######## design 1 ########
design_1/clk_routes.png
Drawn at 3 px/um.
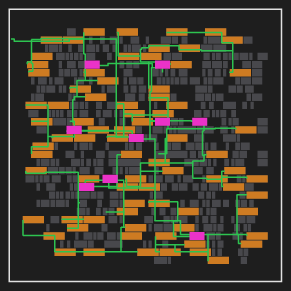

==> config.mk <==
export PLATFORM = sky130hd
export DESIGN_NAME = button_counter
export DESIGN_NICKNAME = d
export VERILOG_FILES = /design/src/rtl/button_counter.sv
export SDC_FILE = /design/constraint.sdc
export NUM_CORES = 1
export LEC_CHECK = 0
export ABC_CLOCK_PERIOD_IN_PS = 4300
export CAP_MARGIN = 20
export CORE_MARGIN = 4
export CORE_UTILIZATION = 55
export DETAILED_ROUTE_END_ITERATION = 7
export PLACE_DENSITY_LB_ADDON = 0.1
export SLEW_MARGIN = 20
export SYNTH_ARGS = -nofsm -noshare
export SYNTH_HDL_FRONTEND = slang
export SYNTH_SLANG_ARGS = --single-unit
==> constraint.sdc <==
create_clock -name clk -period 4.3 [get_ports clk]
set_input_delay 0.86 -clock clk [delete_from_list [all_inputs] [get_ports clk]]
set_output_delay 0.86 -clock clk [all_outputs]
set_load 0.01 [all_outputs]
==> src/rtl/button_counter.sv <==
// Debounced up/down/load push-button counter feeding the BCD-to-seven-segment converter.
// Build option: define BUTTON_COUNTER_WRAP_EN for modulo arithmetic (default saturates).
module button_counter #(
    parameter int DEBOUNCE_CYCLES = 50000,
    parameter int WIDTH           = 4
) (
    input  logic             clk,
    input  logic             rst,
    input  logic             btn_up,
    input  logic             btn_down,
    input  logic             btn_load,
    input  logic [WIDTH-1:0] switches,
    output logic [WIDTH-1:0] value,
    output logic             changed
);

    typedef enum logic [1:0] {
        IDLE         = 2'd0,
        PRESS_WAIT   = 2'd1,
        PRESSED      = 2'd2,
        RELEASE_WAIT = 2'd3
    } state_t;

    localparam int               NBTN     = 3;
    localparam logic [19:0]      CNT_LAST = 20'(DEBOUNCE_CYCLES - 1);
    localparam logic [WIDTH-1:0] VAL_MAX  = {WIDTH{1'b1}};
    localparam logic [WIDTH-1:0] VAL_MIN  = {WIDTH{1'b0}};
    localparam logic [WIDTH-1:0] VAL_ONE  = WIDTH'(1);
`ifdef BUTTON_COUNTER_WRAP_EN
    localparam bit WRAP_EN = 1'b1;
`else
    localparam bit WRAP_EN = 1'b0;
`endif

    // Bit order of the per-button vectors: [0]=up, [1]=down, [2]=load.
    logic [NBTN-1:0]  w_raw;
    logic [NBTN-1:0]  r_sync1;
    logic [NBTN-1:0]  r_sync2;
    state_t           r_state     [NBTN];
    state_t           w_state_nxt [NBTN];
    logic [19:0]      r_cnt       [NBTN];
    logic [19:0]      w_cnt_nxt   [NBTN];
    logic [NBTN-1:0]  w_evt;
    logic [WIDTH-1:0] r_value;
    logic [WIDTH-1:0] w_value_nxt;
    logic             r_changed;

    assign w_raw = {btn_load, btn_down, btn_up};

    // Synchronisers and debounce state/counter registers.
    always_ff @(posedge clk) begin
        if (rst) begin
            r_sync1 <= {NBTN{1'b0}};
            r_sync2 <= {NBTN{1'b0}};
            for (int i = 0; i < NBTN; i++) begin
                r_state[i] <= IDLE;
                r_cnt[i]   <= 20'd0;
            end
        end else begin
            r_sync1 <= w_raw;
            r_sync2 <= r_sync1;
            for (int i = 0; i < NBTN; i++) begin
                r_state[i] <= w_state_nxt[i];
                r_cnt[i]   <= w_cnt_nxt[i];
            end
        end
    end

    // Debounce next-state logic; the counter falls back to zero on any state change or glitch.
    always_comb begin
        for (int i = 0; i < NBTN; i++) begin
            w_state_nxt[i] = r_state[i];
            w_cnt_nxt[i]   = 20'd0;
            w_evt[i]       = 1'b0;
            case (r_state[i])
                IDLE: begin
                    if (r_sync2[i]) w_state_nxt[i] = PRESS_WAIT;
                    else            w_state_nxt[i] = IDLE;
                end
                PRESS_WAIT: begin
                    if (!r_sync2[i]) begin
                        w_state_nxt[i] = IDLE;
                    end else if (r_cnt[i] == CNT_LAST) begin
                        w_state_nxt[i] = PRESSED;
                        w_evt[i]       = 1'b1;
                    end else begin
                        w_cnt_nxt[i]   = r_cnt[i] + 20'd1;
                    end
                end
                PRESSED: begin
                    if (!r_sync2[i]) w_state_nxt[i] = RELEASE_WAIT;
                    else             w_state_nxt[i] = PRESSED;
                end
                RELEASE_WAIT: begin
                    if (r_sync2[i]) begin
                        w_state_nxt[i] = PRESSED;
                    end else if (r_cnt[i] == CNT_LAST) begin
                        w_state_nxt[i] = IDLE;
                    end else begin
                        w_cnt_nxt[i]   = r_cnt[i] + 20'd1;
                    end
                end
                default: begin
                    w_state_nxt[i] = IDLE;
                end
            endcase
        end
    end

    // Value update: load wins, simultaneous up+down cancel, limits saturate unless wrapping.
    always_comb begin
        w_value_nxt = r_value;
        if (w_evt[2]) begin
            w_value_nxt = switches;
        end else if (w_evt[0] && w_evt[1]) begin
            w_value_nxt = r_value;
        end else if (w_evt[0]) begin
            if ((r_value == VAL_MAX) && !WRAP_EN) w_value_nxt = r_value;
            else                                  w_value_nxt = r_value + VAL_ONE;
        end else if (w_evt[1]) begin
            if ((r_value == VAL_MIN) && !WRAP_EN) w_value_nxt = r_value;
            else                                  w_value_nxt = r_value - VAL_ONE;
        end else begin
            w_value_nxt = r_value;
        end
    end

    // Output registers; changed flags only a real change of the stored value.
    always_ff @(posedge clk) begin
        if (rst) begin
            r_value   <= {WIDTH{1'b0}};
            r_changed <= 1'b0;
        end else begin
            r_value   <= w_value_nxt;
            r_changed <= (w_value_nxt != r_value);
        end
    end

    assign value   = r_value;
    assign changed = r_changed;

endmodule

######## design 2 ########
$ cat src/rtl/key_pio_irq_if.sv
// Avalon-MM slave bus bundle for the key PIO: word address, read/write strobes
// and 32-bit data, with no waitrequest.
interface key_pio_irq_if;
  logic [1:0]  address;
  logic        read;
  logic        write;
  logic [31:0] writedata;
  logic [31:0] readdata;

  modport master (
    output address, read, write, writedata,
    input  readdata
  );

  modport slave (
    input  address, read, write, writedata,
    output readdata
  );
endinterface

$ cat src/rtl/key_pio_irq.sv
// Push-button PIO: synchronizes and debounces active-low keys, latches press
// events into a W1C edge register and raises a masked level interrupt.
module key_pio_irq #(
  parameter int WIDTH           = 4,
  parameter int DEBOUNCE_CYCLES = 50000,
  parameter int CNT_W           = 16
) (
  input  logic             clk,
  input  logic             reset,
  input  logic [WIDTH-1:0] key_export,
  key_pio_irq_if.slave     bus,
  output logic             irq
);

  localparam logic [CNT_W-1:0] LP_LAST = CNT_W'(DEBOUNCE_CYCLES - 1);

  logic [WIDTH-1:0] r_meta_p0;
  logic [WIDTH-1:0] r_sync_p1;
  logic [WIDTH-1:0] r_stable;
  logic [CNT_W-1:0] r_cnt [WIDTH];
  logic [WIDTH-1:0] r_mask;
  logic [WIDTH-1:0] r_edge;
  logic [31:0]      r_readdata;
  logic             r_irq;

  logic [WIDTH-1:0] w_stable_nxt;
  logic [CNT_W-1:0] w_cnt_nxt [WIDTH];
  logic [WIDTH-1:0] w_fall;
  logic [WIDTH-1:0] w_clr;
  logic [WIDTH-1:0] w_pressed;
  logic             w_unused;

  // Stage p0/p1: two-flop synchronizer on the asynchronous pins
  always_ff @(posedge clk) begin
    if (reset) begin
      r_meta_p0 <= '1;
      r_sync_p1 <= '1;
    end else begin
      r_meta_p0 <= key_export;
      r_sync_p1 <= r_meta_p0;
    end
  end

  // Debounce: a level is accepted only after it differs from stable for
  // DEBOUNCE_CYCLES consecutive cycles; w_fall flags the accepting edge.
  always_comb begin
    w_stable_nxt = r_stable;
    w_fall       = '0;
    for (int i = 0; i < WIDTH; i++) begin
      w_cnt_nxt[i] = '0;
      if (r_sync_p1[i] != r_stable[i]) begin
        if (r_cnt[i] == LP_LAST) begin
          w_stable_nxt[i] = r_sync_p1[i];
          w_fall[i]       = r_stable[i];
        end else begin
          w_cnt_nxt[i] = r_cnt[i] + 1'b1;
        end
      end
    end
  end

  always_ff @(posedge clk) begin
    if (reset) begin
      r_stable <= '1;
      for (int i = 0; i < WIDTH; i++) r_cnt[i] <= '0;
    end else begin
      r_stable <= w_stable_nxt;
      for (int i = 0; i < WIDTH; i++) r_cnt[i] <= w_cnt_nxt[i];
    end
  end

  assign w_clr     = (bus.write && bus.address == 2'd3) ? bus.writedata[WIDTH-1:0] : '0;
  assign w_pressed = ~r_stable;
  assign w_unused  = ^bus.writedata[31:WIDTH];

  // Register file: a new press beats a same-cycle clear on the same bit
  always_ff @(posedge clk) begin
    if (reset) begin
      r_mask     <= '0;
      r_edge     <= '0;
      r_readdata <= '0;
      r_irq      <= 1'b0;
    end else begin
      r_edge <= (r_edge & ~w_clr) | w_fall;
      r_irq  <= |(r_edge & r_mask);
      if (bus.write && bus.address == 2'd2) r_mask <= bus.writedata[WIDTH-1:0];
      if (bus.read) begin
        case (bus.address)
          2'd0:    r_readdata <= 32'(w_pressed);
          2'd2:    r_readdata <= 32'(r_mask);
          2'd3:    r_readdata <= 32'(r_edge);
          default: r_readdata <= '0;
        endcase
      end
    end
  end

  assign bus.readdata = r_readdata;
  assign irq          = r_irq;

endmodule

$ cat src/flat_wrapper.sv
// flat-port wrapper written by rule: the top's interface ports become plain ports
module key_pio_irq_flat 
#(
  parameter int WIDTH           = 4,
  parameter int DEBOUNCE_CYCLES = 50000,
  parameter int CNT_W           = 16
)
  (clk, reset, key_export, irq, bus_address, bus_read, bus_write, bus_writedata, bus_readdata);
  key_pio_irq_if bus_i ();
  input  logic clk;
  input  logic reset;
  input  logic [WIDTH-1:0] key_export;
  output logic irq;
  input wire logic [$bits(bus_i.address)-1:0] bus_address;
  input wire logic [$bits(bus_i.read)-1:0] bus_read;
  input wire logic [$bits(bus_i.write)-1:0] bus_write;
  input wire logic [$bits(bus_i.writedata)-1:0] bus_writedata;
  output wire logic [$bits(bus_i.readdata)-1:0] bus_readdata;
  assign bus_i.address = bus_address;
  assign bus_i.read = bus_read;
  assign bus_i.write = bus_write;
  assign bus_i.writedata = bus_writedata;
  assign bus_readdata = bus_i.readdata;
  key_pio_irq #(.WIDTH(WIDTH), .DEBOUNCE_CYCLES(DEBOUNCE_CYCLES), .CNT_W(CNT_W)) u_core (.clk(clk), .reset(reset), .key_export(key_export), .bus(bus_i), .irq(irq));
endmodule
$ cat config.mk
export PLATFORM = sky130hd
export DESIGN_NAME = key_pio_irq_flat
export DESIGN_NICKNAME = d
export VERILOG_FILES = /design/src/rtl/key_pio_irq_if.sv /design/src/rtl/key_pio_irq.sv /design/src/flat_wrapper.sv
export SDC_FILE = /design/constraint.sdc
export NUM_CORES = 1
export LEC_CHECK = 0
export CELL_PAD_IN_SITES_DETAIL_PLACEMENT = 1
export CELL_PAD_IN_SITES_GLOBAL_PLACEMENT = 2
export CORE_MARGIN = 2
export CORE_UTILIZATION = 34
export DETAILED_ROUTE_END_ITERATION = 10
export PLACE_DENSITY_LB_ADDON = 0.1
export SETUP_SLACK_MARGIN = 0.2
export SYNTH_ARGS = -nofsm -noshare
export SYNTH_HDL_FRONTEND = slang
export SYNTH_SLANG_ARGS = --single-unit
$ cat constraint.sdc
create_clock -name clk -period 3.1 [get_ports clk]
set_clock_uncertainty 0.2 [all_clocks]
set_input_delay 0.62 -clock clk [delete_from_list [all_inputs] [get_ports clk]]
set_output_delay 0.62 -clock clk [all_outputs]
set_load 0.005 [all_outputs]
######## design 3 ########
===== src/rtl/decode_pkg.sv =====
// rtl/decode_pkg.sv - encodings, decoded-slot/pair structs, head FSM states and RAW rule
package decode_pkg;

   localparam logic [6:0]  OP_R     = 7'b0110011;
   localparam logic [6:0]  OP_LOAD  = 7'b0000011;
   localparam logic [6:0]  OP_STORE = 7'b0100011;
   localparam logic [2:0]  F3_ADD   = 3'b000;
   localparam logic [2:0]  F3_WORD  = 3'b010;
   localparam logic [6:0]  F7_ADD   = 7'b0000000;
   localparam logic [6:0]  F7_MUL   = 7'b0000001;
   localparam logic [31:0] NOP_ENC  = 32'h00000013;

   // Bit positions inside the one-hot type vector
   localparam int T_ADD   = 0;
   localparam int T_MUL   = 1;
   localparam int T_LOAD  = 2;
   localparam int T_STORE = 3;
   localparam int T_NOP   = 4;

   typedef struct packed {
      logic [4:0]  typ;
      logic [4:0]  rs1;
      logic [4:0]  rs2;
      logic [4:0]  rd;
      logic [31:0] imm;
      logic        illegal;
   } slot_dec_t;

   typedef struct packed {
      slot_dec_t s1;
      slot_dec_t s2;
      logic      hz;
   } pair_ent_t;

   typedef enum logic [1:0] {
      EMPTY    = 2'd0,
      HOLD     = 2'd1,
      RELEASED = 2'd2
   } head_state_e;

   // Slot 2 reads a register that slot 1 of the same pair writes
   function automatic logic raw_hazard(input slot_dec_t s1, input slot_dec_t s2);
      logic writes;
      logic uses_rs2;
      writes   = s1.typ[T_ADD] | s1.typ[T_MUL] | s1.typ[T_LOAD];
      uses_rs2 = s2.typ[T_ADD] | s2.typ[T_MUL] | s2.typ[T_STORE];
      return writes && (s1.rd != 5'd0) &&
             ((s1.rd == s2.rs1) || (uses_rs2 && (s1.rd == s2.rs2)));
   endfunction

endpackage


===== src/rtl/instr_slot_decoder.sv =====
// rtl/instr_slot_decoder.sv - combinational RV32 subset decoder for one issue slot
module instr_slot_decoder
   import decode_pkg::*;
(
   input  logic [31:0] instr_i,
   output slot_dec_t   dec_o
);

   logic [6:0] opcode;
   logic [2:0] funct3;
   logic [6:0] funct7;

   assign opcode = instr_i[6:0];
   assign funct3 = instr_i[14:12];
   assign funct7 = instr_i[31:25];

   // Classify the encoding; unsupported encodings become an illegal nop with zeroed fields
   always_comb begin
      dec_o = '0;
      if (instr_i == NOP_ENC) begin
         dec_o.typ[T_NOP] = 1'b1;
         dec_o.rs1        = instr_i[19:15];
         dec_o.rs2        = instr_i[24:20];
         dec_o.rd         = instr_i[11:7];
      end else if (opcode == OP_R && funct3 == F3_ADD && funct7 == F7_ADD) begin
         dec_o.typ[T_ADD] = 1'b1;
         dec_o.rs1        = instr_i[19:15];
         dec_o.rs2        = instr_i[24:20];
         dec_o.rd         = instr_i[11:7];
      end else if (opcode == OP_R && funct3 == F3_ADD && funct7 == F7_MUL) begin
         dec_o.typ[T_MUL] = 1'b1;
         dec_o.rs1        = instr_i[19:15];
         dec_o.rs2        = instr_i[24:20];
         dec_o.rd         = instr_i[11:7];
      end else if (opcode == OP_LOAD && funct3 == F3_WORD) begin
         dec_o.typ[T_LOAD] = 1'b1;
         dec_o.rs1         = instr_i[19:15];
         dec_o.rd          = instr_i[11:7];
         dec_o.imm         = {{20{instr_i[31]}}, instr_i[31:20]};
      end else if (opcode == OP_STORE && funct3 == F3_WORD) begin
         dec_o.typ[T_STORE] = 1'b1;
         dec_o.rs1          = instr_i[19:15];
         dec_o.rs2          = instr_i[24:20];
         dec_o.imm          = {{20{instr_i[31]}}, instr_i[31:25], instr_i[11:7]};
      end else begin
         dec_o.typ[T_NOP] = 1'b1;
         dec_o.illegal    = 1'b1;
      end
   end

endmodule


===== src/rtl/dual_issue_decode_queue.sv =====
// rtl/dual_issue_decode_queue.sv - decode-at-push pair FIFO with head hold/release FSM
module dual_issue_decode_queue
   import decode_pkg::*;
#(
   parameter  int DEPTH = 4,
   localparam int PTR_W = $clog2(DEPTH)
)
(
   input  logic             clk,
   input  logic             reset,
   input  logic             instr_valid,
   input  logic [31:0]      instr1,
   input  logic [31:0]      instr2,
   output logic             instr_ready,
   input  logic             slot1_retire,
   input  logic             pair_retire,
   output logic             pair_valid,
   output logic             type_add1,
   output logic             type_mul1,
   output logic             type_load1,
   output logic             type_store1,
   output logic             type_nop1,
   output logic             type_add2,
   output logic             type_mul2,
   output logic             type_load2,
   output logic             type_store2,
   output logic             type_nop2,
   output logic [4:0]       rs1_1,
   output logic [4:0]       rs2_1,
   output logic [4:0]       rd_1,
   output logic [4:0]       rs1_2,
   output logic [4:0]       rs2_2,
   output logic [4:0]       rd_2,
   output logic [31:0]      immediate1,
   output logic [31:0]      immediate2,
   output logic             data_hazard,
   output logic             illegal1,
   output logic             illegal2,
   output logic [PTR_W:0]   occupancy
);

   slot_dec_t   dec1;
   slot_dec_t   dec2;
   pair_ent_t   new_ent;
   pair_ent_t   head;
   pair_ent_t   mem_q [DEPTH];

   logic [PTR_W:0] wr_ptr_q, wr_ptr_d;
   logic [PTR_W:0] rd_ptr_q, rd_ptr_d;
   logic [PTR_W:0] occ_q, occ_d;
   head_state_e    state_q, state_d;

   logic full;
   logic empty;
   logic push;
   logic pop;

   instr_slot_decoder u_dec1 (.instr_i(instr1), .dec_o(dec1));
   instr_slot_decoder u_dec2 (.instr_i(instr2), .dec_o(dec2));

   assign new_ent = '{s1: dec1, s2: dec2, hz: raw_hazard(dec1, dec2)};

   // Wrap bit differs and index bits match exactly when all entries are used
   assign full  = ((wr_ptr_q ^ rd_ptr_q) == {1'b1, {PTR_W{1'b0}}});
   assign empty = (wr_ptr_q == rd_ptr_q);
   assign push  = instr_valid && !full;
   assign pop   = pair_retire && !empty;
   assign head  = mem_q[rd_ptr_q[PTR_W-1:0]];

   // Pointer, occupancy and FSM next-state
   always_comb begin
      wr_ptr_d = push ? wr_ptr_q + 1'b1 : wr_ptr_q;
      rd_ptr_d = pop  ? rd_ptr_q + 1'b1 : rd_ptr_q;
      occ_d    = occ_q;
      if (push && !pop) begin
         occ_d = occ_q + 1'b1;
      end else if (pop && !push) begin
         occ_d = occ_q - 1'b1;
      end

      state_d = state_q;
      case (state_q)
         EMPTY: begin
            if (occ_d != '0) state_d = HOLD;
         end
         HOLD: begin
            if (pop)               state_d = (occ_d != '0) ? HOLD : EMPTY;
            else if (slot1_retire) state_d = RELEASED;
         end
         RELEASED: begin
            if (pop) state_d = (occ_d != '0) ? HOLD : EMPTY;
         end
         default: state_d = EMPTY;
      endcase
   end

   // Control state registers, cleared asynchronously
   always_ff @(posedge clk or posedge reset) begin
      if (reset) begin
         wr_ptr_q <= '0;
         rd_ptr_q <= '0;
         occ_q    <= '0;
         state_q  <= EMPTY;
      end else begin
         wr_ptr_q <= wr_ptr_d;
         rd_ptr_q <= rd_ptr_d;
         occ_q    <= occ_d;
         state_q  <= state_d;
      end
   end

   // Decoded pair storage; contents are only observed while the FSM is non-empty
   always_ff @(posedge clk) begin
      if (push) begin
         mem_q[wr_ptr_q[PTR_W-1:0]] <= new_ent;
      end
   end

   assign instr_ready = !full;
   assign occupancy   = occ_q;

   // Head presentation, forced to zero while nothing is queued
   always_comb begin
      pair_valid  = (state_q != EMPTY);
      data_hazard = (state_q == HOLD) && head.hz;
      {type_nop1, type_store1, type_load1, type_mul1, type_add1} = 5'b0;
      {type_nop2, type_store2, type_load2, type_mul2, type_add2} = 5'b0;
      rs1_1      = '0;
      rs2_1      = '0;
      rd_1       = '0;
      rs1_2      = '0;
      rs2_2      = '0;
      rd_2       = '0;
      immediate1 = '0;
      immediate2 = '0;
      illegal1   = 1'b0;
      illegal2   = 1'b0;
      if (pair_valid) begin
         type_add1   = head.s1.typ[T_ADD];
         type_mul1   = head.s1.typ[T_MUL];
         type_load1  = head.s1.typ[T_LOAD];
         type_store1 = head.s1.typ[T_STORE];
         type_nop1   = head.s1.typ[T_NOP];
         type_add2   = head.s2.typ[T_ADD];
         type_mul2   = head.s2.typ[T_MUL];
         type_load2  = head.s2.typ[T_LOAD];
         type_store2 = head.s2.typ[T_STORE];
         type_nop2   = head.s2.typ[T_NOP];
         rs1_1       = head.s1.rs1;
         rs2_1       = head.s1.rs2;
         rd_1        = head.s1.rd;
         rs1_2       = head.s2.rs1;
         rs2_2       = head.s2.rs2;
         rd_2        = head.s2.rd;
         immediate1  = head.s1.imm;
         immediate2  = head.s2.imm;
         illegal1    = head.s1.illegal;
         illegal2    = head.s2.illegal;
      end
   end

endmodule


===== config.mk =====
export PLATFORM = sky130hd
export DESIGN_NAME = dual_issue_decode_queue
export DESIGN_NICKNAME = d
export VERILOG_FILES = /design/src/rtl/decode_pkg.sv /design/src/rtl/instr_slot_decoder.sv /design/src/rtl/dual_issue_decode_queue.sv
export SDC_FILE = /design/constraint.sdc
export NUM_CORES = 1
export LEC_CHECK = 0
export CAP_MARGIN = 15
export CORE_ASPECT_RATIO = 1.25
export CORE_MARGIN = 1
export CORE_UTILIZATION = 50
export DETAILED_ROUTE_END_ITERATION = 10
export PLACE_DENSITY = 0.74
export SLEW_MARGIN = 40
export SYNTH_ARGS = -nofsm -noshare
export SYNTH_HDL_FRONTEND = slang
export SYNTH_HIERARCHICAL = 1
export SYNTH_SLANG_ARGS = --single-unit

===== constraint.sdc =====
create_clock -name clk -period 3.7 [get_ports clk]
set_input_delay 0.925 -clock clk [delete_from_list [all_inputs] [get_ports clk]]
set_output_delay 0.925 -clock clk [all_outputs]
set_load 0.02 [all_outputs]

######## design 4 ########
$ cat config.mk
export PLATFORM = sky130hd
export DESIGN_NAME = mem_access_unit_flat
export DESIGN_NICKNAME = d
export VERILOG_FILES = /design/src/rtl/mem_access_unit_if.sv /design/src/rtl/mem_access_unit.sv /design/src/flat_wrapper.sv
export SDC_FILE = /design/constraint.sdc
export NUM_CORES = 1
export LEC_CHECK = 0
export CAP_MARGIN = 20
export CORE_MARGIN = 1
export CORE_UTILIZATION = 45
export CTS_CLUSTER_DIAMETER = 200
export DETAILED_ROUTE_END_ITERATION = 8
export GPL_TIMING_DRIVEN = 0
export PLACE_DENSITY = 0.93
export SLEW_MARGIN = 20
export SYNTH_ARGS = -nofsm -noshare
export SYNTH_HDL_FRONTEND = slang
export SYNTH_SLANG_ARGS = --single-unit
$ cat constraint.sdc
create_clock -name clk -period 5 [get_ports clk]
set_input_delay 1.5 -clock clk [delete_from_list [all_inputs] [get_ports clk]]
set_output_delay 1.5 -clock clk [all_outputs]
set_load 0.02 [all_outputs]
$ cat src/rtl/mem_access_unit_if.sv
// Request/response and RAM-side signals of the load/store unit.
// The master side is the controller plus the RAM; the slave side is the unit itself.
interface mem_access_unit_if #(
  parameter int ADDR_W = 32
);
  logic              req_valid;
  logic              req_ready;
  logic              req_write;
  logic [2:0]        req_funct3;
  logic [ADDR_W-1:0] req_addr;
  logic [31:0]       req_wdata;
  logic              resp_valid;
  logic [31:0]       resp_rdata;
  logic              resp_misaligned;
  logic [ADDR_W-1:0] mem_addr;
  logic              mem_we;
  logic [31:0]       mem_wdata;
  logic [31:0]       mem_rdata;

  modport master (
    output req_valid, req_write, req_funct3, req_addr, req_wdata, mem_rdata,
    input  req_ready, resp_valid, resp_rdata, resp_misaligned,
           mem_addr, mem_we, mem_wdata
  );

  modport slave (
    input  req_valid, req_write, req_funct3, req_addr, req_wdata, mem_rdata,
    output req_ready, resp_valid, resp_rdata, resp_misaligned,
           mem_addr, mem_we, mem_wdata
  );
endinterface

$ cat src/rtl/mem_access_unit.sv
// Load/store unit for a single-port word RAM with one-cycle read latency:
// alignment check, load extension and read-modify-write for sub-word stores.
module mem_access_unit #(
  parameter int ADDR_W = 32
) (
  input  logic               clk,
  input  logic               reset,
  mem_access_unit_if.slave   bus
);

  typedef enum logic [2:0] {IDLE, READ, RWAIT, WRITE, RESP, ERR} state_t;

  state_t            state, state_next;
  logic              write_q;
  logic [2:0]        funct3_q;
  logic [1:0]        offset_q;
  logic [ADDR_W-1:0] mem_addr_q;
  logic [31:0]       mem_wdata_q;
  logic [31:0]       resp_rdata_q;
  logic              req_legal;
  logic              req_aligned;

  function automatic logic [31:0] extract(input logic [2:0] f3, input logic [1:0] off,
                                          input logic [31:0] word);
    logic [7:0]  b;
    logic [15:0] h;
    b = word[{off, 3'b000} +: 8];
    h = word[{off[1], 4'b0000} +: 16];
    case (f3)
      3'b000:  return {{24{b[7]}}, b};
      3'b001:  return {{16{h[15]}}, h};
      3'b100:  return {24'h0, b};
      3'b101:  return {16'h0, h};
      default: return word;
    endcase
  endfunction

  // Sub-word stores overwrite only their lane(s); a word store replaces everything.
  function automatic logic [31:0] merge(input logic [2:0] f3, input logic [1:0] off,
                                        input logic [31:0] old, input logic [31:0] wd);
    logic [31:0] r;
    r = old;
    case (f3[1:0])
      2'b00:   r[{off, 3'b000} +: 8]    = wd[7:0];
      2'b01:   r[{off[1], 4'b0000} +: 16] = wd[15:0];
      default: r = wd;
    endcase
    return r;
  endfunction

  // NOTE: every signal written in an always_comb gets a default first, so no path leaves it unassigned and no latch is inferred.
  always_comb begin
    req_legal   = 1'b0;
    req_aligned = 1'b1;
    if (bus.req_write) req_legal = bus.req_funct3 inside {3'b000, 3'b001, 3'b010};
    else               req_legal = bus.req_funct3 inside {3'b000, 3'b001, 3'b010, 3'b100, 3'b101};
    case (bus.req_funct3[1:0])
      2'b01:   req_aligned = ~bus.req_addr[0];
      2'b10:   req_aligned = (bus.req_addr[1:0] == 2'b00);
      default: req_aligned = 1'b1;
    endcase
  end

  always_comb begin
    state_next = state;
    case (state)
      IDLE: begin
        if (bus.req_valid) begin
          if (!req_legal || !req_aligned)                state_next = ERR;
          else if (bus.req_write && bus.req_funct3 == 3'b010) state_next = WRITE;
          else                                           state_next = READ;
        end
      end
      READ:    state_next = RWAIT;
      RWAIT:   state_next = write_q ? WRITE : RESP;
      WRITE:   state_next = RESP;
      RESP:    state_next = IDLE;
      ERR:     state_next = IDLE;
      default: state_next = IDLE;
    endcase
  end

  // NOTE: sequential state uses non-blocking assignments so every register samples pre-edge values.
  always_ff @(posedge clk or posedge reset) begin
    if (reset) state <= IDLE;
    else       state <= state_next;
  end

  always_ff @(posedge clk or posedge reset) begin
    if (reset) begin
      write_q      <= 1'b0;
      funct3_q     <= 3'b000;
      offset_q     <= 2'b00;
      mem_addr_q   <= '0;
      mem_wdata_q  <= 32'h0;
      resp_rdata_q <= 32'h0;
    end else begin
      case (state)
        IDLE: begin
          if (bus.req_valid) begin
            write_q      <= bus.req_write;
            funct3_q     <= bus.req_funct3;
            offset_q     <= bus.req_addr[1:0];
            resp_rdata_q <= 32'h0;
            // Rejected requests never touch the RAM, so its address bus keeps its last value.
            if (state_next != ERR) begin
              mem_addr_q  <= {bus.req_addr[ADDR_W-1:2], 2'b00};
              mem_wdata_q <= bus.req_wdata;
            end
          end
        end
        RWAIT: begin
          if (write_q) mem_wdata_q  <= merge(funct3_q, offset_q, bus.mem_rdata, mem_wdata_q);
          else         resp_rdata_q <= extract(funct3_q, offset_q, bus.mem_rdata);
        end
        default: ;
      endcase
    end
  end

  // Decoding the write strobe from state alone lets reset drop it without waiting for an edge.
  assign bus.req_ready       = (state == IDLE);
  assign bus.mem_we          = (state == WRITE);
  assign bus.resp_valid      = (state == RESP) || (state == ERR);
  assign bus.resp_misaligned = (state == ERR);
  assign bus.resp_rdata      = resp_rdata_q;
  assign bus.mem_addr        = mem_addr_q;
  assign bus.mem_wdata       = mem_wdata_q;

endmodule

$ cat src/flat_wrapper.sv
// flat-port wrapper written by rule: the top's interface ports become plain ports
module mem_access_unit_flat 
#(
  parameter int ADDR_W = 32
)
  (clk, reset, bus_req_valid, bus_req_write, bus_req_funct3, bus_req_addr, bus_req_wdata, bus_mem_rdata, bus_req_ready, bus_resp_valid, bus_resp_rdata, bus_resp_misaligned, bus_mem_addr, bus_mem_we, bus_mem_wdata);
  mem_access_unit_if #(.ADDR_W(ADDR_W)) bus_i ();
  input  logic clk;
  input  logic reset;
  input wire logic [$bits(bus_i.req_valid)-1:0] bus_req_valid;
  input wire logic [$bits(bus_i.req_write)-1:0] bus_req_write;
  input wire logic [$bits(bus_i.req_funct3)-1:0] bus_req_funct3;
  input wire logic [$bits(bus_i.req_addr)-1:0] bus_req_addr;
  input wire logic [$bits(bus_i.req_wdata)-1:0] bus_req_wdata;
  input wire logic [$bits(bus_i.mem_rdata)-1:0] bus_mem_rdata;
  output wire logic [$bits(bus_i.req_ready)-1:0] bus_req_ready;
  output wire logic [$bits(bus_i.resp_valid)-1:0] bus_resp_valid;
  output wire logic [$bits(bus_i.resp_rdata)-1:0] bus_resp_rdata;
  output wire logic [$bits(bus_i.resp_misaligned)-1:0] bus_resp_misaligned;
  output wire logic [$bits(bus_i.mem_addr)-1:0] bus_mem_addr;
  output wire logic [$bits(bus_i.mem_we)-1:0] bus_mem_we;
  output wire logic [$bits(bus_i.mem_wdata)-1:0] bus_mem_wdata;
  assign bus_i.req_valid = bus_req_valid;
  assign bus_i.req_write = bus_req_write;
  assign bus_i.req_funct3 = bus_req_funct3;
  assign bus_i.req_addr = bus_req_addr;
  assign bus_i.req_wdata = bus_req_wdata;
  assign bus_i.mem_rdata = bus_mem_rdata;
  assign bus_req_ready = bus_i.req_ready;
  assign bus_resp_valid = bus_i.resp_valid;
  assign bus_resp_rdata = bus_i.resp_rdata;
  assign bus_resp_misaligned = bus_i.resp_misaligned;
  assign bus_mem_addr = bus_i.mem_addr;
  assign bus_mem_we = bus_i.mem_we;
  assign bus_mem_wdata = bus_i.mem_wdata;
  mem_access_unit #(.ADDR_W(ADDR_W)) u_core (.clk(clk), .reset(reset), .bus(bus_i));
endmodule
design_3/layer_met3.png
Drawn at 3 px/um. Cells faint in the background.
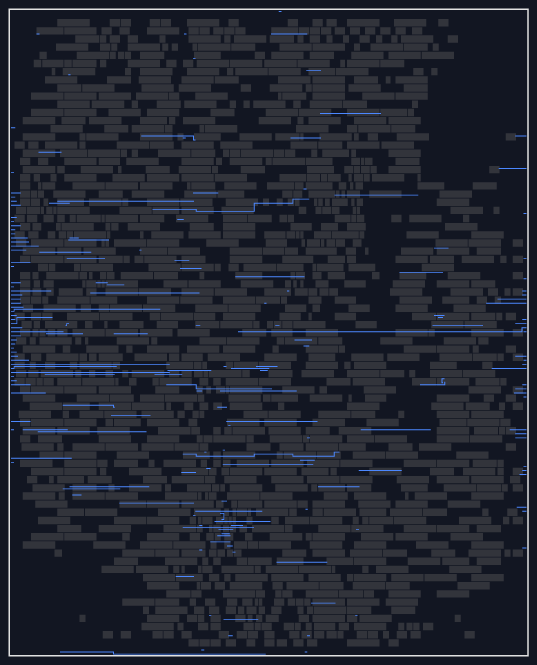
nets with wire on the layer	128
longest straight run	94.5 um
number of vias after detailed routing: 9,197
total length of routed wires: 36,500 um
global routing usage on met3: 3.68%

==> qor.rpt, design 3 <==
ROUTING
------------------------------------------------------------------
Highest routing layer actually used .................         met5
Sum of routed wire segments on met1 .................    14,500 um

SYNTH
------------------------------------------------------------------
Dominant cells by area after synthesis .............. edfxtp_1, mux4_2, and2_1
Syn_nets ............................................        1,017
Largest type area fraction ..........................        70.8%
Most numerous cell types in the synthesized netlist . edfxtp_1, and2_1, mux4_2, buf_4, clkbuf_1

GLOBAL ROUTE
------------------------------------------------------------------
Met1 layer usage reported by global route ...........        26.1%
Busiest layer in global routing .....................         met2

CLOCK TREE
------------------------------------------------------------------
Hold-fix buffer count after cts .....................            0
Clock-pin slew on the worst setup and hold paths ....      0.06 ns

PWR
------------------------------------------------------------------
P_clk ...............................................      4.22 mW
Leak Pwr ............................................      7.77 nW

FINAL LAYOUT
------------------------------------------------------------------
CLK BUF .............................................           52
Filler cell count in the final layout ...............        2,505
Post-layout nets ....................................        1,217

STA
------------------------------------------------------------------
Unrepaired setup endpoints after global routing .....          yes

SETUP PATH
------------------------------------------------------------------
Critical path start-end classification .............. flop to output pin
Critical path depth .................................            4
Worst-path fanout max ...............................           41

OUTCOME
------------------------------------------------------------------
Result of the run ................................... finished clean

HOLD PATH
------------------------------------------------------------------
Endpoint of the worst hold path .....................  rd_ptr_q[2]

FLOORPLANNING
------------------------------------------------------------------
Core area ...........................................  35,600 um^2

PLACED DESIGN
------------------------------------------------------------------
Post-place instance area ............................  20,700 um^2

design_1/layer_met2.png
Drawn at 4 px/um.
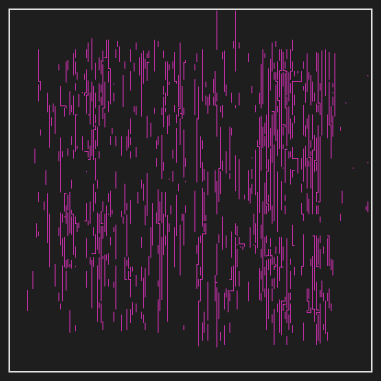
nets with wire on the layer	377
share of all routed wire	44%
main direction	vertical
wire length on this layer	2,930 um
longest straight run	26.5 um
M2 GR Usage: 26.6%
total length of routed wires: 6650 um
number of vias after detailed routing: 2,916

## Picture notes: design_1/clk_routes.png
[flip-flops] orange | count: 77
[clock wires] green | length: 958 um
[clock drivers] magenta | count: 9
routed clock nets	10
worst clock skew: 0.0129 ns
share of power burned in the clock network: 42.1%
clock latency of the later-clocked register in the worst-skew pair: 0.35 ns
P_clk: 538 uW

==> qor.rpt, design 1 <==
OUTCOME
------------------------------------------------------------------
Result of the run ................................... finished clean

ROUTING
------------------------------------------------------------------
Met2 wire length ....................................      2930 um
Sum of routed wire segments on met1 .................      3410 um

SYNTH
------------------------------------------------------------------
Most numerous cell types in the synthesized netlist . nor2_1, dfxtp_1, xor2_1, nand2_1, xnor2_1
Syn avg cell area ...................................    8.60 um^2
Complex-gate fraction of the synthesized area .......        5.07%
Total cell area reported by yosys after synthesis ...    3720 um^2

STA
------------------------------------------------------------------
Unrepaired setup endpoints after global routing .....           no
Post-layout period usage ............................        57.4%
Post-layout min period ..............................      2.47 ns

SETUP PATH
------------------------------------------------------------------
Series of cell instances along the critical path .... or4b_4 > nor4_4 > nand3_4 > or4b_1 > a211oi_2 > nor4_2

FINAL LAYOUT
------------------------------------------------------------------
Fraction of area in clock buffers and inverters .....        4.72%
Filler cell count in the final layout ...............          578
Largest cell class by area .......................... multi-input combinational cells

CLOCK TREE
------------------------------------------------------------------
Number of buffers on the longest clock path .........            2

JOB
------------------------------------------------------------------
Max-cap violation count .............................            0

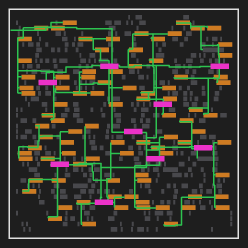
design_2/clk_routes.png
Drawn at 2 px/um.
[clock drivers] magenta | count: 9
[clock wires] green | length: 1,260 um
[flip-flops] orange | count: 89
routed clock nets	10
P_clk: 1.19 mW
clock latency of the later-clocked register in the worst-skew pair: 0.34 ns
share of power burned in the clock network: 49.2%

design_2/layer_met2.png
Drawn at 4 px/um.
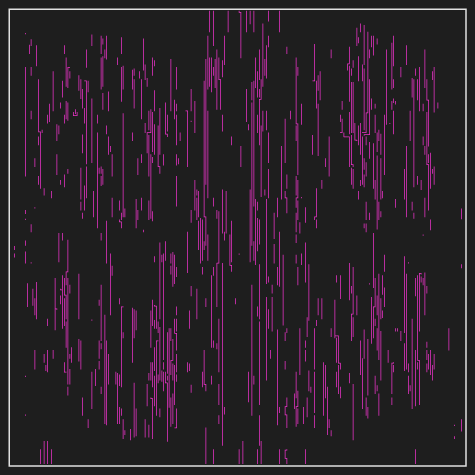
share of all routed wire	46%
main direction	vertical
longest straight run	45.6 um
M2 GR Usage: 23.1%
number of vias after detailed routing: 3,041
total length of routed wires: 8380 um

==> qor.rpt, design 2 <==
PWR
----------------------------------------------------------------------
Logic power comb ........................................      72.6 uW
Total power of the final layout .........................      2.43 mW

FINAL LAYOUT
----------------------------------------------------------------------
#MultiIn Comb ...........................................          339
Fraction of area in clock buffers and inverters .........        7.18%
Count of inserted antenna diode cells ...................            0
Non-clock buffers, area share ...........................        4.24%
Logic area ..............................................    2070 um^2

GLOBAL ROUTE
----------------------------------------------------------------------
Total GRT Usage .........................................        14.5%
Global-route wire length before repair ..................    15,000 um
Met1 layer usage reported by global route ...............        18.2%

SYNTH
----------------------------------------------------------------------
Dominant flop cell ......................................      dfxtp_1
Total cells reported by yosys after synthesis ...........          455
Total cell area reported by yosys after synthesis .......    4100 um^2
Most numerous cell types in the synthesized netlist ..... dfxtp_1, nor2_1, xnor2_1, buf_4, nand4_1
Post-synthesis cell type with the largest combined area .      dfxtp_1

OUTCOME
----------------------------------------------------------------------
Result of the run ....................................... finished clean

CLOCK TREE
----------------------------------------------------------------------
Num CTS Buffers .........................................            9
Post-CTS Setup Inserts ..................................            0
Number of buffers on the longest clock path .............            2
CTS Sinks ...............................................           89

PLACED DESIGN
----------------------------------------------------------------------
Placed Cells incl. Taps .................................          606
Final HPWL DP ...........................................      5870 um

SETUP PATH
----------------------------------------------------------------------
Data arrival time at the worst-slack endpoint ...........      2.32 ns

HOLD PATH
----------------------------------------------------------------------
Worst hold path startpoint .............................. u_core.r_meta_p0[0]

FLOORPLANNING
----------------------------------------------------------------------
Starting density of the core ............................        34.4%

ROUTING
----------------------------------------------------------------------
Final antenna-violating net count .......................            0

JOB
----------------------------------------------------------------------
Number of OpenROAD warnings .............................           54

design_4/layer_met4.png
Drawn at 3 px/um. Supply wires on this layer in grey. Cells faint in the background.
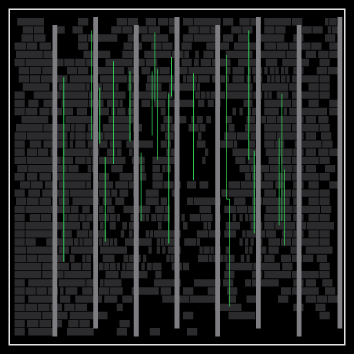
longest straight run	61.2 um
wire length on this layer	645 um
nets with wire on the layer	16
main direction	vertical
number of vias after detailed routing: 5,075
total length of routed wires: 19,100 um

==> qor.rpt, design 4 <==
FINAL LAYOUT
--------------------------------------------------------------
FF+latch area ...................................    2580 um^2
Sequential share of cell area ...................        32.7%
Most numerous logic cells after layout .......... clkdlybuf4s50_1, dfrtp_1, mux2_2, nand2_1, o21ai_0
Count of inserted antenna diode cells ...........            0
Post-route non-filler standard cell count .......          847
Non-clock buffers, area share ...................        28.1%

STA
--------------------------------------------------------------
Worst hold slack ................................     0.501 ns
Post-layout min period ..........................      3.73 ns
Hold Violations, Final ..........................            0
Achievable clock frequency ......................      268 MHz
Slew headroom ...................................        46.2%

SYNTH
--------------------------------------------------------------
Combined area of all synthesized cells ..........    5380 um^2
Complex-gate fraction of the synthesized area ...        18.0%
Total cells reported by yosys after synthesis ...          486
Multiplexer area fraction after synthesis .......        16.7%
Most instantiated library cell after synthesis ..      dfrtp_1

SETUP PATH
--------------------------------------------------------------
Most repeated library cell on the critical path .        inv_1
Worst-path fanout max ...........................           10
Setup crit start kind ........................... primary input
Critical path start-end classification .......... primary input to flop
Critical path destination ....................... u_core.bus.mem_wdata[31]

CLOCK TREE
--------------------------------------------------------------
Resized cells post-CTS ..........................            0

PLACED DESIGN
--------------------------------------------------------------
Placed Cells incl. Taps .........................          831
Final HPWL DP ...................................    15,000 um

PWR
--------------------------------------------------------------
Flop+latch power ................................      1.57 mW
Switching part of the total .....................        41.4%

OUTCOME
--------------------------------------------------------------
Failing checks .................................. design-rule violations
Result of the run ............................... complete, but fails checks

FLOORPLANNING
--------------------------------------------------------------
Ports placed on the boundary ....................          203
Starting density of the core ....................        46.7%
Core area .......................................  11,500 um^2

ROUTING
--------------------------------------------------------------
DRC errors left .................................           36
Final antenna-violating net count ...............            0

GLOBAL ROUTE
--------------------------------------------------------------
Busiest layer in global routing .................         met2
Global routing usage on met3 ....................        10.0%
Total GRT Usage .................................        31.9%



## Gallery

Routing congestion map.
picture 1
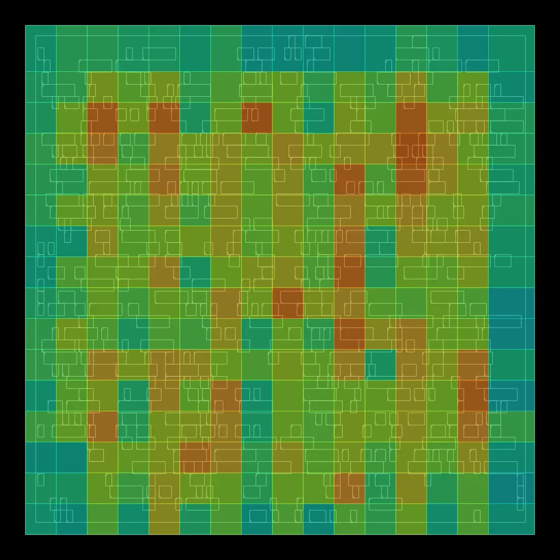
picture 2
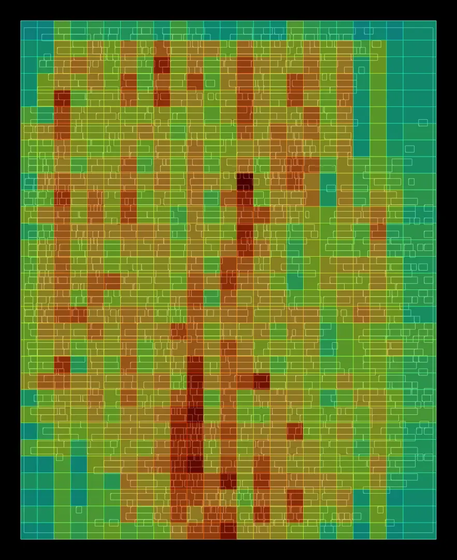
picture 3
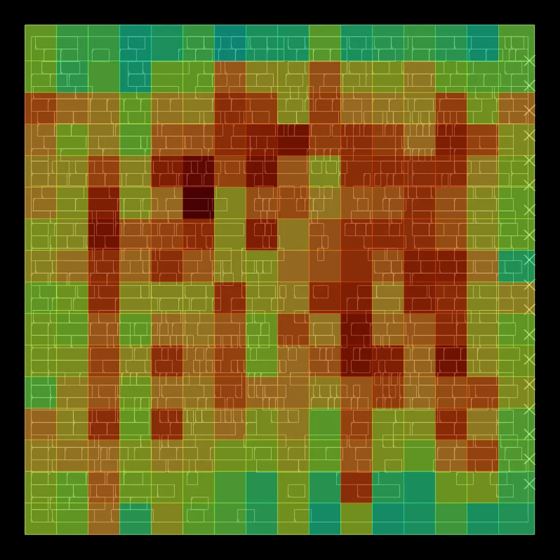
- highest track usage: picture 3
- lowest utilization: picture 1
design 4: picture 3
design 3: picture 2
design 2: picture 1


## Gallery

Metal 1.
image #1
Drawn at 4 px/um. Supply wires on this layer in grey. Cells faint in the background.
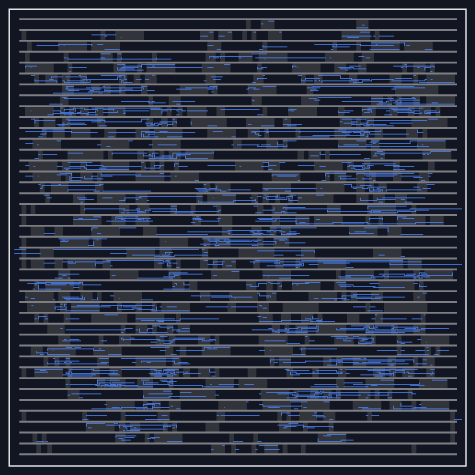
image #2
Drawn at 2 px/um. Supply wires on this layer in grey. Cells faint in the background.
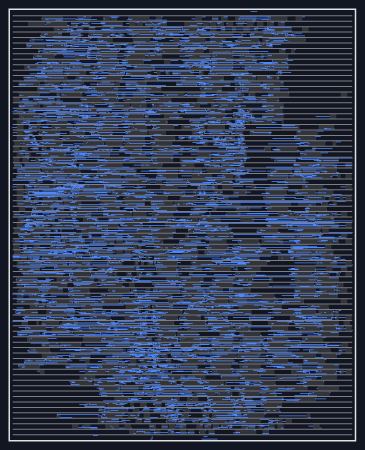
image #3
Drawn at 4 px/um. Supply wires on this layer in grey. Cells faint in the background.
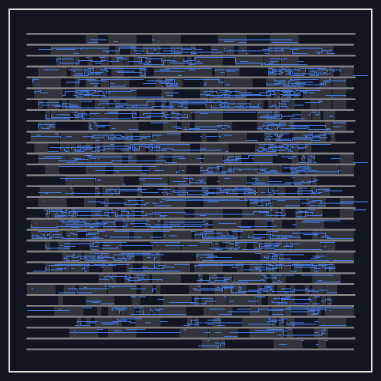
image #4
Drawn at 4 px/um. Supply wires on this layer in grey. Cells faint in the background.
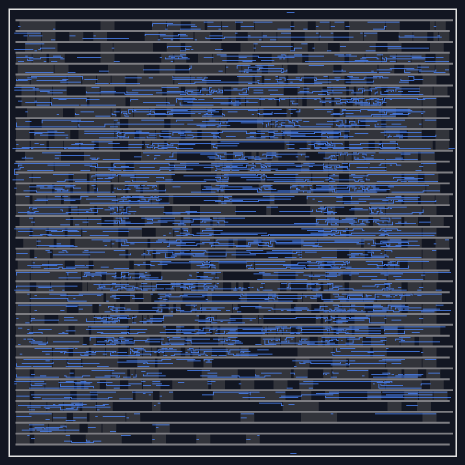
| picture | from |
|---|---|
| image #3 | design 1 |
| image #2 | design 3 |
| image #4 | design 4 |
| image #1 | design 2 |
- largest die: image #2
- smallest die: image #3

Power and IR drop assume default switching activity.
